# block 1

$ cat src/rtl/pcie_tx_arb_q_if.sv
// Bundle of request-side and dequeue-side signals for the PCIe TX arbiter queue.
// The master modport is the traffic source/sink, the slave modport is the queue.
interface pcie_tx_arb_q_if #(
   parameter int WIDTH     = 32,
   parameter int DEPTH     = 32,
   parameter int NUM_PORTS = 4,
   parameter int PORT_BITS = 2
);
   localparam int CNT_BITS = $clog2(DEPTH + 1);

   logic [NUM_PORTS-1:0]       req_v;
   logic [NUM_PORTS*WIDTH-1:0] req_data;
   logic [NUM_PORTS-1:0]       req_last;
   logic [NUM_PORTS-1:0]       req_grant;
   logic                       deq_en;
   logic [WIDTH-1:0]           deq_data;
   logic [PORT_BITS-1:0]       deq_port;
   logic                       deq_last;
   logic                       empty;
   logic                       full;
   logic [CNT_BITS-1:0]        count;

   modport master (
      output req_v, req_data, req_last, deq_en,
      input  req_grant, deq_data, deq_port, deq_last, empty, full, count
   );

   modport slave (
      input  req_v, req_data, req_last, deq_en,
      output req_grant, deq_data, deq_port, deq_last, empty, full, count
   );
endinterface

$ cat src/rtl/pcie_tx_arb_q.sv
// Round-robin TLP arbiter with per-TLP port lock feeding a FIFO whose head is an
// output register backed by DEPTH-1 RAM slots.
module pcie_tx_arb_q #(
   parameter int WIDTH     = 32,
   parameter int DEPTH     = 32,
   parameter int NUM_PORTS = 4,
   parameter int PORT_BITS = 2
) (
   input logic            clk,
   input logic            rst,
   pcie_tx_arb_q_if.slave bus
);
   localparam int RAM_DEPTH = DEPTH - 1;
   localparam int AW        = (RAM_DEPTH > 1) ? $clog2(RAM_DEPTH) : 1;
   localparam int CW        = $clog2(DEPTH + 1);
   localparam int EW        = WIDTH + PORT_BITS + 1;

   typedef enum logic {
      ARB_OPEN,
      ARB_LOCKED
   } arb_state_t;

   arb_state_t           state_q, state_d;
   logic [PORT_BITS-1:0] rr_ptr_q, rr_ptr_d;
   logic [PORT_BITS-1:0] lock_port_q, lock_port_d;

   logic                 gnt_any;
   logic [PORT_BITS-1:0] gnt_idx;
   logic [NUM_PORTS-1:0] grant;
   logic [WIDTH-1:0]     gnt_data;
   logic                 gnt_last;
   int                   cand;
   logic [PORT_BITS-1:0] cand_idx;

   logic [EW-1:0]        ram [RAM_DEPTH];
   logic [AW-1:0]        wr_ptr_q, rd_ptr_q;
   logic [CW-1:0]        count_q, count_d;
   logic                 empty_q, full_q;
   logic [WIDTH-1:0]     head_data_q;
   logic [PORT_BITS-1:0] head_port_q;
   logic                 head_last_q;

   logic                 push, pop, ram_empty, head_load, bypass, ram_rd, ram_wr;
   logic [EW-1:0]        ram_rd_entry;

   function automatic logic [PORT_BITS-1:0] next_port(input logic [PORT_BITS-1:0] p);
      if (int'(p) >= NUM_PORTS - 1) return '0;
      return p + PORT_BITS'(1);
   endfunction

   function automatic logic [AW-1:0] next_slot(input logic [AW-1:0] p);
      if (int'(p) >= RAM_DEPTH - 1) return '0;
      return p + AW'(1);
   endfunction

   always_ff @(posedge clk) begin
      if (rst) begin
         state_q     <= ARB_OPEN;
         rr_ptr_q    <= '0;
         lock_port_q <= '0;
      end else begin
         state_q     <= state_d;
         rr_ptr_q    <= rr_ptr_d;
         lock_port_q <= lock_port_d;
      end
   end

   // A non-last beat pins the arbiter to its port until that port sends last.
   always_comb begin
      state_d     = state_q;
      rr_ptr_d    = rr_ptr_q;
      lock_port_d = lock_port_q;
      gnt_any     = 1'b0;
      gnt_idx     = '0;
      grant       = '0;
      cand        = 0;
      cand_idx    = '0;
      if (!rst && !full_q) begin
         if (state_q == ARB_LOCKED) begin
            if (bus.req_v[lock_port_q]) begin
               gnt_any = 1'b1;
               gnt_idx = lock_port_q;
            end
         end else begin
            for (int i = 0; i < NUM_PORTS; i++) begin
               cand = int'(rr_ptr_q) + i;
               if (cand >= NUM_PORTS) cand = cand - NUM_PORTS;
               cand_idx = PORT_BITS'(cand);
               if (!gnt_any && bus.req_v[cand_idx]) begin
                  gnt_any = 1'b1;
                  gnt_idx = cand_idx;
               end
            end
         end
      end
      if (gnt_any) begin
         grant[gnt_idx] = 1'b1;
         if (bus.req_last[gnt_idx]) begin
            state_d  = ARB_OPEN;
            rr_ptr_d = next_port(gnt_idx);
         end else begin
            state_d     = ARB_LOCKED;
            lock_port_d = gnt_idx;
         end
      end
   end

   always_comb begin
      gnt_data = '0;
      gnt_last = 1'b0;
      for (int i = 0; i < NUM_PORTS; i++) begin
         if (gnt_idx == PORT_BITS'(i)) begin
            gnt_data = bus.req_data[i*WIDTH +: WIDTH];
            gnt_last = bus.req_last[i];
         end
      end
   end

   // The head register is refilled from RAM first; a fresh beat bypasses RAM only when RAM is empty.
   always_comb begin
      push         = gnt_any;
      pop          = bus.deq_en & ~empty_q;
      ram_empty    = (count_q < CW'(2));
      head_load    = empty_q | pop;
      bypass       = head_load & ram_empty & push;
      ram_rd       = head_load & ~ram_empty;
      ram_wr       = push & ~bypass;
      ram_rd_entry = ram[rd_ptr_q];
      count_d      = count_q;
      if (push && !pop) count_d = count_q + CW'(1);
      else if (!push && pop) count_d = count_q - CW'(1);
   end

   always_ff @(posedge clk) begin
      if (ram_wr) ram[wr_ptr_q] <= {gnt_data, gnt_idx, gnt_last};
   end

   always_ff @(posedge clk) begin
      if (rst) begin
         wr_ptr_q    <= '0;
         rd_ptr_q    <= '0;
         count_q     <= '0;
         empty_q     <= 1'b1;
         full_q      <= 1'b0;
         head_data_q <= '0;
         head_port_q <= '0;
         head_last_q <= 1'b0;
      end else begin
         count_q <= count_d;
         empty_q <= (count_d == '0);
         full_q  <= (count_d == CW'(DEPTH));
         if (ram_wr) wr_ptr_q <= next_slot(wr_ptr_q);
         if (ram_rd) begin
            rd_ptr_q    <= next_slot(rd_ptr_q);
            head_data_q <= ram_rd_entry[EW-1 -: WIDTH];
            head_port_q <= ram_rd_entry[PORT_BITS:1];
            head_last_q <= ram_rd_entry[0];
         end else if (bypass) begin
            head_data_q <= gnt_data;
            head_port_q <= gnt_idx;
            head_last_q <= gnt_last;
         end
      end
   end

   assign bus.req_grant = grant;
   assign bus.deq_data  = head_data_q;
   assign bus.deq_port  = head_port_q;
   assign bus.deq_last  = head_last_q;
   assign bus.empty     = empty_q;
   assign bus.full      = full_q;
   assign bus.count     = count_q;

   // Grant must stay one-hot-or-zero, backed by a request, and silent at full.
   assert property (@(posedge clk) disable iff (rst) $onehot0(grant));
   assert property (@(posedge clk) disable iff (rst) (grant & ~bus.req_v) == '0);
   assert property (@(posedge clk) disable iff (rst) full_q |-> (grant == '0));
endmodule

$ cat src/flat_wrapper.sv
// flat-port wrapper written by rule: the top's interface ports become plain ports
module pcie_tx_arb_q_flat 
#(
   parameter int WIDTH     = 32,
   parameter int DEPTH     = 32,
   parameter int NUM_PORTS = 4,
   parameter int PORT_BITS = 2
)
  (clk, rst, bus_req_v, bus_req_data, bus_req_last, bus_deq_en, bus_req_grant, bus_deq_data, bus_deq_port, bus_deq_last, bus_empty, bus_full, bus_count);
  pcie_tx_arb_q_if #(.WIDTH(WIDTH), .DEPTH(DEPTH), .NUM_PORTS(NUM_PORTS), .PORT_BITS(PORT_BITS)) bus_i ();
  input logic clk;
  input logic rst;
  input wire logic [$bits(bus_i.req_v)-1:0] bus_req_v;
  input wire logic [$bits(bus_i.req_data)-1:0] bus_req_data;
  input wire logic [$bits(bus_i.req_last)-1:0] bus_req_last;
  input wire logic [$bits(bus_i.deq_en)-1:0] bus_deq_en;
  output wire logic [$bits(bus_i.req_grant)-1:0] bus_req_grant;
  output wire logic [$bits(bus_i.deq_data)-1:0] bus_deq_data;
  output wire logic [$bits(bus_i.deq_port)-1:0] bus_deq_port;
  output wire logic [$bits(bus_i.deq_last)-1:0] bus_deq_last;
  output wire logic [$bits(bus_i.empty)-1:0] bus_empty;
  output wire logic [$bits(bus_i.full)-1:0] bus_full;
  output wire logic [$bits(bus_i.count)-1:0] bus_count;
  assign bus_i.req_v = bus_req_v;
  assign bus_i.req_data = bus_req_data;
  assign bus_i.req_last = bus_req_last;
  assign bus_i.deq_en = bus_deq_en;
  assign bus_req_grant = bus_i.req_grant;
  assign bus_deq_data = bus_i.deq_data;
  assign bus_deq_port = bus_i.deq_port;
  assign bus_deq_last = bus_i.deq_last;
  assign bus_empty = bus_i.empty;
  assign bus_full = bus_i.full;
  assign bus_count = bus_i.count;
  pcie_tx_arb_q #(.WIDTH(WIDTH), .DEPTH(DEPTH), .NUM_PORTS(NUM_PORTS), .PORT_BITS(PORT_BITS)) u_core (.clk(clk), .rst(rst), .bus(bus_i));
endmodule
$ cat config.mk
export PLATFORM = sky130hd
export DESIGN_NAME = pcie_tx_arb_q_flat
export DESIGN_NICKNAME = d
export VERILOG_FILES = /design/src/rtl/pcie_tx_arb_q_if.sv /design/src/rtl/pcie_tx_arb_q.sv /design/src/flat_wrapper.sv
export SDC_FILE = /design/constraint.sdc
export NUM_CORES = 1
export LEC_CHECK = 0
export CAP_MARGIN = 15
export CORE_UTILIZATION = 50
export DETAILED_ROUTE_END_ITERATION = 8
export GPL_TIMING_DRIVEN = 0
export PLACE_DENSITY_LB_ADDON = 0.1
export SLEW_MARGIN = 20
export SYNTH_ARGS = -nofsm -noshare
export SYNTH_HDL_FRONTEND = slang
export SYNTH_SLANG_ARGS = --single-unit
$ cat constraint.sdc
create_clock -name clk -period 15.05 [get_ports clk]
set_clock_uncertainty 0.2 [all_clocks]
set_input_delay 3.01 -clock clk [delete_from_list [all_inputs] [get_ports clk]]
set_output_delay 3.01 -clock clk [all_outputs]
set_load 0.01 [all_outputs]
# block 2

<file path="config.mk">
export PLATFORM = sky130hd
export DESIGN_NAME = instruction_fetch_unit
export DESIGN_NICKNAME = d
export VERILOG_FILES = /design/src/rtl/instruction_fetch_unit_pkg.sv /design/src/rtl/ifetch_fifo.sv /design/src/rtl/instruction_fetch_unit.sv
export SDC_FILE = /design/constraint.sdc
export NUM_CORES = 1
export LEC_CHECK = 0
export ABC_AREA = 1
export CAP_MARGIN = 20
export CORE_MARGIN = 1.5
export CORE_UTILIZATION = 46
export DETAILED_ROUTE_END_ITERATION = 8
export PLACE_DENSITY = 0.75
export SETUP_SLACK_MARGIN = 0.4
export SYNTH_ARGS = -nofsm -noshare
export SYNTH_HDL_FRONTEND = slang
export SYNTH_SLANG_ARGS = --single-unit
</file>
<file path="constraint.sdc">
create_clock -name clk -period 2.6 [get_ports clk]
set_clock_uncertainty 0.2 [all_clocks]
set_input_delay 0.39 -clock clk [delete_from_list [all_inputs] [get_ports clk]]
set_output_delay 0.39 -clock clk [all_outputs]
set_load 0.005 [all_outputs]
</file>
<file path="src/rtl/instruction_fetch_unit_pkg.sv">
// Shared types and helpers for the instruction fetch unit and its FIFOs.
package instruction_fetch_unit_pkg;

  localparam int ADDR_W = 32;
  localparam int INST_W = 32;

  typedef enum logic [0:0] {
    ST_RUN   = 1'b0,
    ST_DRAIN = 1'b1
  } fetch_state_e;

  // Pointer width for a power-of-two FIFO; a single-entry FIFO still needs one bit.
  function automatic int ptr_w(input int depth);
    return (depth < 2) ? 1 : $clog2(depth);
  endfunction

endpackage

</file>
<file path="src/rtl/ifetch_fifo.sv">
// Parameterised synchronous FIFO with registered storage, occupancy count and
// synchronous clear; used for both the pending-address FIFO and the prefetch queue.
module ifetch_fifo
  import instruction_fetch_unit_pkg::*;
#(
  parameter int WIDTH = 32,
  parameter int DEPTH = 4
) (
  input  logic                    clk_i,
  input  logic                    rst_ni,
  input  logic                    clr_i,
  input  logic                    push_i,
  input  logic [WIDTH-1:0]        data_i,
  input  logic                    pop_i,
  output logic [WIDTH-1:0]        head_o,
  output logic [ptr_w(DEPTH):0]   count_o
);

  localparam int PW   = ptr_w(DEPTH);
  localparam int CNTW = PW + 1;

  logic [WIDTH-1:0] mem_q [DEPTH];
  logic [PW-1:0]    wr_ptr_q, wr_ptr_d;
  logic [PW-1:0]    rd_ptr_q, rd_ptr_d;
  logic [CNTW-1:0]  count_q, count_d;
  logic             do_pop_s;

  assign do_pop_s = pop_i && (count_q != '0);
  assign head_o   = mem_q[rd_ptr_q];
  assign count_o  = count_q;

  always_comb begin
    wr_ptr_d = wr_ptr_q;
    rd_ptr_d = rd_ptr_q;
    if (push_i) begin
      wr_ptr_d = (wr_ptr_q == PW'(DEPTH - 1)) ? '0 : wr_ptr_q + PW'(1);
    end else begin
      wr_ptr_d = wr_ptr_q;
    end
    if (do_pop_s) begin
      rd_ptr_d = (rd_ptr_q == PW'(DEPTH - 1)) ? '0 : rd_ptr_q + PW'(1);
    end else begin
      rd_ptr_d = rd_ptr_q;
    end
    case ({push_i, do_pop_s})
      2'b10:   count_d = count_q + CNTW'(1);
      2'b01:   count_d = count_q - CNTW'(1);
      default: count_d = count_q;
    endcase
  end

  always_ff @(posedge clk_i or negedge rst_ni) begin
    if (!rst_ni) begin
      wr_ptr_q <= '0;
      rd_ptr_q <= '0;
      count_q  <= '0;
      for (int i = 0; i < DEPTH; i++) begin
        mem_q[i] <= '0;
      end
    end else if (clr_i) begin
      wr_ptr_q <= '0;
      rd_ptr_q <= '0;
      count_q  <= '0;
    end else begin
      if (push_i) begin
        mem_q[wr_ptr_q] <= data_i;
      end
      wr_ptr_q <= wr_ptr_d;
      rd_ptr_q <= rd_ptr_d;
      count_q  <= count_d;
    end
  end

endmodule

</file>
<file path="src/rtl/instruction_fetch_unit.sv">
// Instruction fetch unit: credit-limited word reads, in-order response pairing,
// prefetch queue and flush draining. `IFETCH_ALIGN_CHECK_EN adds fetch_fault.
module instruction_fetch_unit
  import instruction_fetch_unit_pkg::*;
#(
  parameter int DEPTH           = 4,
  parameter int MAX_OUTSTANDING = 2
) (
  input  logic              clk,
  input  logic              reset,
  input  logic [ADDR_W-1:0] pc,
  input  logic              flush,
  output logic              pc_advance,
  output logic              mem_req,
  output logic [ADDR_W-1:0] mem_addr,
  input  logic              mem_ready,
  input  logic              mem_rvalid,
  input  logic [INST_W-1:0] mem_rdata,
  output logic              inst_valid,
  output logic [INST_W-1:0] inst,
  output logic [ADDR_W-1:0] inst_pc,
  input  logic              inst_ready
`ifdef IFETCH_ALIGN_CHECK_EN
  ,
  output logic              fetch_fault
`endif
);

  localparam int QPW = ptr_w(DEPTH);
  localparam int OPW = ptr_w(MAX_OUTSTANDING);
  localparam int CW  = QPW + 2;
  localparam logic [CW-1:0] DEPTH_C = CW'(DEPTH);
  localparam logic [CW-1:0] MAX_C   = CW'(MAX_OUTSTANDING);

  fetch_state_e               state_q, state_d;
  logic [CW-1:0]              drop_q, drop_d;
  logic [QPW:0]               q_count_s;
  logic [OPW:0]               pend_count_s;
  logic [CW-1:0]              q_cnt_w_s, out_w_s, out_d_s;
  logic [ADDR_W-1:0]          pend_head_s;
  logic [INST_W+ADDR_W-1:0]   q_head_s;
  logic                       align_ok_s, accept_s, drop_resp_s, q_push_s, q_pop_s;

  assign q_cnt_w_s = CW'(q_count_s);
  assign out_w_s   = CW'(pend_count_s);

`ifdef IFETCH_ALIGN_CHECK_EN
  logic fault_q;

  assign align_ok_s  = (pc[1:0] == 2'b00) && !fault_q;
  assign fetch_fault = fault_q;

  // Sticky misalignment fault; only a redirect clears it.
  always_ff @(posedge clk or negedge reset) begin
    if (!reset) begin
      fault_q <= 1'b0;
    end else if (flush) begin
      fault_q <= 1'b0;
    end else if ((state_q == ST_RUN) && (pc[1:0] != 2'b00)) begin
      fault_q <= 1'b1;
    end else begin
      fault_q <= fault_q;
    end
  end
`else
  assign align_ok_s = 1'b1;
`endif

  // Credit: queued plus in-flight entries may never exceed the queue depth.
  assign mem_req     = reset && (state_q == ST_RUN) && !flush && align_ok_s &&
                       (out_w_s < MAX_C) && ((q_cnt_w_s + out_w_s) < DEPTH_C);
  assign accept_s    = mem_req && mem_ready;
  assign pc_advance  = accept_s;
  assign mem_addr    = {pc[ADDR_W-1:2], 2'b00};

  assign drop_resp_s = mem_rvalid && (drop_q != '0);
  assign q_push_s    = mem_rvalid && !drop_resp_s;
  assign inst_valid  = (q_count_s != '0);
  assign q_pop_s     = inst_valid && inst_ready;
  assign inst        = q_head_s[INST_W+ADDR_W-1:ADDR_W];
  assign inst_pc     = q_head_s[ADDR_W-1:0];
  assign out_d_s     = out_w_s + CW'(accept_s) - CW'(mem_rvalid);

  always_comb begin
    state_d = state_q;
    drop_d  = drop_q;
    if (drop_resp_s) begin
      drop_d = drop_q - CW'(1);
    end else begin
      drop_d = drop_q;
    end
    // Flush counts every request still in flight once this cycle settles.
    if (flush) begin
      drop_d  = out_d_s;
      state_d = (out_d_s != '0) ? ST_DRAIN : ST_RUN;
    end else if ((state_q == ST_DRAIN) && (drop_d == '0)) begin
      state_d = ST_RUN;
    end else begin
      state_d = state_q;
    end
  end

  // Fetch state and stale-response drop counter.
  always_ff @(posedge clk or negedge reset) begin
    if (!reset) begin
      state_q <= ST_RUN;
      drop_q  <= '0;
    end else begin
      state_q <= state_d;
      drop_q  <= drop_d;
    end
  end

  ifetch_fifo #(
    .WIDTH (ADDR_W),
    .DEPTH (MAX_OUTSTANDING)
  ) u_pending (
    .clk_i   (clk),
    .rst_ni  (reset),
    .clr_i   (1'b0),
    .push_i  (accept_s),
    .data_i  (pc),
    .pop_i   (mem_rvalid),
    .head_o  (pend_head_s),
    .count_o (pend_count_s)
  );

  ifetch_fifo #(
    .WIDTH (INST_W + ADDR_W),
    .DEPTH (DEPTH)
  ) u_queue (
    .clk_i   (clk),
    .rst_ni  (reset),
    .clr_i   (flush),
    .push_i  (q_push_s),
    .data_i  ({mem_rdata, pend_head_s}),
    .pop_i   (q_pop_s),
    .head_o  (q_head_s),
    .count_o (q_count_s)
  );

endmodule

</file>
# block 3

$ cat src/rtl/imem_boot_loader.sv
// Boot loader: streams a program image into imem, then holds the core in reset for a settle window.
// Optional trailing checksum word check is enabled with `define BOOT_CHECKSUM_EN.
module imem_boot_loader #(
    parameter int IMEM_DEPTH = 256,
    parameter int ADDR_W     = $clog2(IMEM_DEPTH),
    parameter int RESET_HOLD = 4
) (
    input  logic              clk,
    input  logic              rst,
    input  logic              s_valid,
    output logic              s_ready,
    input  logic [31:0]       s_data,
    input  logic              s_last,
    output logic              imem_we,
    output logic [ADDR_W-1:0] imem_waddr,
    output logic [31:0]       imem_wdata,
    output logic              core_rst,
    output logic              load_done,
    output logic              error,
    output logic [ADDR_W:0]   word_count
);

    localparam int HOLD_W = $clog2(RESET_HOLD + 1);
    // Counter runs RESET_HOLD-1 .. 0 so core_rst falls exactly RESET_HOLD cycles after the last write.
    localparam logic [HOLD_W-1:0] HOLD_INIT = HOLD_W'(RESET_HOLD - 1);
    localparam logic [ADDR_W:0]   TOP_ADDR  = (ADDR_W + 1)'(IMEM_DEPTH - 1);

`ifdef BOOT_CHECKSUM_EN
    typedef enum logic [2:0] {LOAD, CHECK, HOLD, RUN, ERROR} state_t;
    logic [31:0] csum;
`else
    typedef enum logic [2:0] {LOAD, HOLD, RUN, ERROR} state_t;
`endif

    state_t            state;
    logic [HOLD_W-1:0] hold_cnt;
    logic              hs;
    logic              at_top;

    assign hs     = s_valid & s_ready;
    assign at_top = (word_count == TOP_ADDR);

    always_ff @(posedge clk) begin
        if (rst) begin
            state      <= LOAD;
            s_ready    <= 1'b0;
            imem_we    <= 1'b0;
            imem_waddr <= '0;
            imem_wdata <= '0;
            core_rst   <= 1'b1;
            load_done  <= 1'b0;
            error      <= 1'b0;
            word_count <= '0;
            hold_cnt   <= '0;
`ifdef BOOT_CHECKSUM_EN
            csum       <= '0;
`endif
        end else begin
            imem_we <= 1'b0;
            case (state)
                LOAD: begin
                    s_ready <= 1'b1;
                    if (hs) begin
                        imem_we    <= 1'b1;
                        imem_waddr <= word_count[ADDR_W-1:0];
                        imem_wdata <= s_data;
                        word_count <= word_count + 1'b1;
`ifdef BOOT_CHECKSUM_EN
                        csum       <= csum + s_data;
`endif
                        if (s_last) begin
`ifdef BOOT_CHECKSUM_EN
                            state    <= CHECK;
`else
                            state    <= HOLD;
                            s_ready  <= 1'b0;
                            hold_cnt <= HOLD_INIT;
`endif
                        end else if (at_top) begin
                            // Image is larger than imem: last slot still written, then fault.
                            state   <= ERROR;
                            s_ready <= 1'b0;
                            error   <= 1'b1;
                        end
                    end
                end
`ifdef BOOT_CHECKSUM_EN
                CHECK: begin
                    if (hs) begin
                        s_ready <= 1'b0;
                        if (csum + s_data == 32'd0) begin
                            state    <= HOLD;
                            hold_cnt <= HOLD_INIT;
                        end else begin
                            state <= ERROR;
                            error <= 1'b1;
                        end
                    end
                end
`endif
                HOLD: begin
                    if (hold_cnt == '0) begin
                        state     <= RUN;
                        core_rst  <= 1'b0;
                        load_done <= 1'b1;
                    end else begin
                        hold_cnt <= hold_cnt - 1'b1;
                    end
                end
                RUN:     ;
                ERROR:   ;
                default: state <= ERROR;
            endcase
        end
    end

endmodule
$ cat config.mk
export PLATFORM = sky130hd
export DESIGN_NAME = imem_boot_loader
export DESIGN_NICKNAME = d
export VERILOG_FILES = /design/src/rtl/imem_boot_loader.sv
export SDC_FILE = /design/constraint.sdc
export NUM_CORES = 1
export LEC_CHECK = 0
export CELL_PAD_IN_SITES_DETAIL_PLACEMENT = 0
export CELL_PAD_IN_SITES_GLOBAL_PLACEMENT = 1
export CORE_AREA = 2 2 86 88
export DETAILED_ROUTE_END_ITERATION = 6
export DIE_AREA = 0 0 88 90
export PLACE_DENSITY_LB_ADDON = 0.1
export REMOVE_ABC_BUFFERS = 1
export SLEW_MARGIN = 30
export SYNTH_ARGS = -nofsm -noshare
export SYNTH_HDL_FRONTEND = slang
export SYNTH_SLANG_ARGS = --single-unit
$ cat constraint.sdc
create_clock -name clk -period 3.15 [get_ports clk]
set_input_delay 0.945 -clock clk [delete_from_list [all_inputs] [get_ports clk]]
set_output_delay 0.945 -clock clk [all_outputs]
set_load 0.03 [all_outputs]
### Nets reached from selected ports, block 1

(1 px per um)
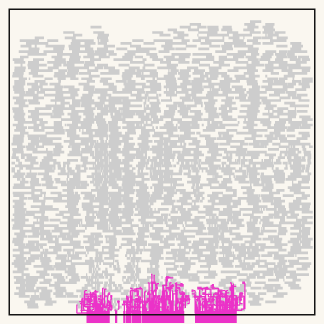
| port | color | direction | edge | end cells | buffers | wire |
|---|---|---|---|---|---|---|
| `bus_req_data` | magenta | input | south | 127 | 128 | 3210 um |
# port buffers: 185
io pins: 186

==> impl_metrics.csv, block 1 <==
group,metric,value,unit
final_timing,max_freq,95.2,MHz
place,globalplace.congestion,0.913,
yosys,mux_share,16.5,%
final_timing,timing.final.crit_share,69.8,%
yosys,ys_ff,1148,
min_path,hold_depth,2,
cells_and_area,num_antenna_cells,0,
grt,met3_usage,4.30,%
min_path,hold_class,"register to register",
power,power.switching,0.00296,W
critical_path,endpoint,"bus_req_grant[3]",
grt,grt_use_met1,36.6,%
final_timing,hold_viol,0,
grt,antenna_found_initial,2,
critical_path,slowest_delay,800,ps
power,peakVddDrop,0.125,mV
yosys,edf_count,1085,
cells_and_area,nFillCells,6274,
cells_and_area,postLayoutCoreUtil,61.1,%
grt,overflow,0,
final_timing,setup_viol,0,
status,outcome,"finished, final reports clean",
place,dp.cells,3708,
cells_and_area,clock_buffers,150,
cells_and_area,stdcell_count,3923,
routing,firstDrtPassIters,5,
power,power.total,0.00970,W
routing,wl_per_cell,31.2,um
power,p_int,0.00675,W
die,taps,1176,
routing,met1Wirelength,48.6,mm
routing,wl_met3,8.66,mm
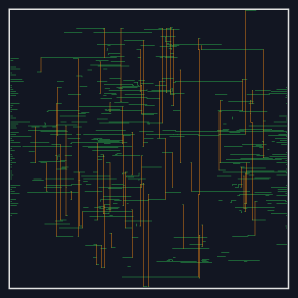
*Routed metal, one color a layer, block 2*
(1.5 px per um) Only two layers are drawn.
| layer | color | wire length |
|---|---|---|
| met4 | orange | 2290 um |
| met3 | green | 3480 um |
vias: 13900
drt total wl: 48.0 mm
GRT Util Overall: 25.4%
DR WL/cell: 19.1 um

### Sequential cells colored by instance or generate block, block 2

(1.5 px per um) Other sequential cells in the stronger gray, the rest of the logic in the fainter gray.
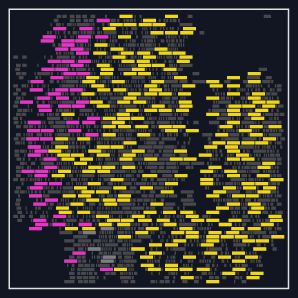
| scope | color | sequential cells |
|---|---|---|
| `u_queue` | yellow | 263 |
| `u_pending` | magenta | 68 |

==> impl_metrics.csv, block 2 <==
group,metric,value,unit
power,combinationalPowerShare,43.0,%
critical_path,path_class,"register to output pin",
cells_and_area,layout_top_cell,"nand2_1",
critical_path,endpoint_kind,"output pin",
critical_path,path_delay_family,"buffers and inverters",
grt,met2_usage,41.6,%
cells_and_area,clock_buffers,55,
critical_path,critical_path.cell_chain,"clkinv_8 > buf_12 > clkbuf_16 > buf_4 > o21ai_4 > o22ai_1 > buf_2",
yosys,synth.most_common_cell,"nand2_1",
status,outcome,"finished, final reports clean",
cells_and_area,num_antenna_cells,0,
clock_tree,clk_pin_slew_worst_paths,60,ps
critical_path,cp.required,2010,ps
cells_and_area,multi_input_comb_cells,1288,
die,die-area,34300,um2
routing,met1Wirelength,19.1,mm
critical_path,rr_worst_depth,12,
critical_path,start_kind,"register",
yosys,synth-xor-area-share,0.344,%
grt,met3_usage,3.50,%
cells_and_area,inverters_excl_clock,94,
critical_path,regToRegEndpoint,"state_q",
die,taps,442,
yosys,syn-cell-area,15300,um2
### Cell placement, block 3

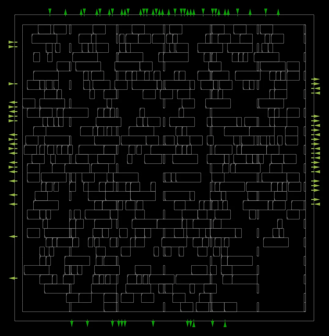
Seq/total area: 34.9%
seq_cells: 59
# Taps: 99
# rows: 31

==> impl_metrics.csv, block 3 <==
group,metric,value,unit
die,fp_util,32.1,%
grt,antenna_found_initial,0,
clock_tree,cts_setup_buffers,0,
cells_and_area,logic_area,937,um2
grt,overflow,0,
place,io_buffers,89,
die,chipWidth,88,um
yosys,synth_stat.cells,270,
power,peakVddDrop,0.241,mV
power,powerSeq,0.000798,W
power,swShare,26.7,%
status,outcome,"finished, final reports clean",
critical_path,path_depth,1,
routing,met2_length,2.67,mm
final_timing,rsz0062_at_grt,"no",
clock_tree,clk_pin_slew_worst_paths,60,ps
critical_path,critPathBufInv,1,
routing,top_layer_used,"met4",
final_timing,setup_ws,685,ps
critical_path,endpoint,"word_count[3]",
min_path,hold_depth,1,
die,die_y,90,um
routing,met1Wirelength,2.61,mm
grt,met3_usage,3.95,%
power,clk-power,0.000571,W


==> screenshots <==
Metal 2.
Plate I
(1.5 px per um)
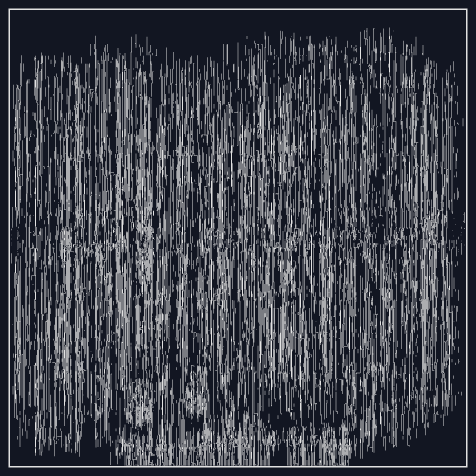
Plate II
(2 px per um)
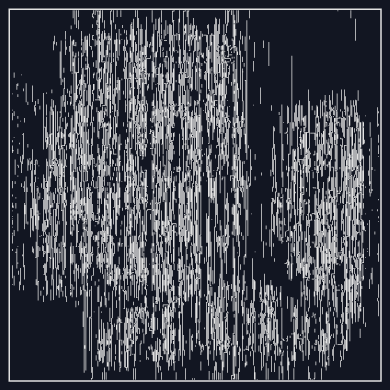
Plate III
(6 px per um)
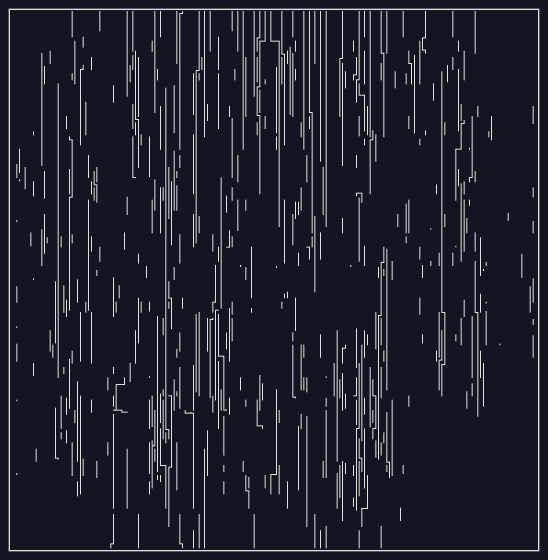
Of these, largest die: Plate I
Of these, smallest die: Plate III
| picture | from |
|---|---|
| Plate II | block 2 |
| Plate I | block 1 |
| Plate III | block 3 |

Key to Plate III:
share of all routed wire: 47%
wire length on this layer: 2670 um
nets with wire on the layer: 307

Power figures rest on the tool's default switching activity, not on a simulated workload.
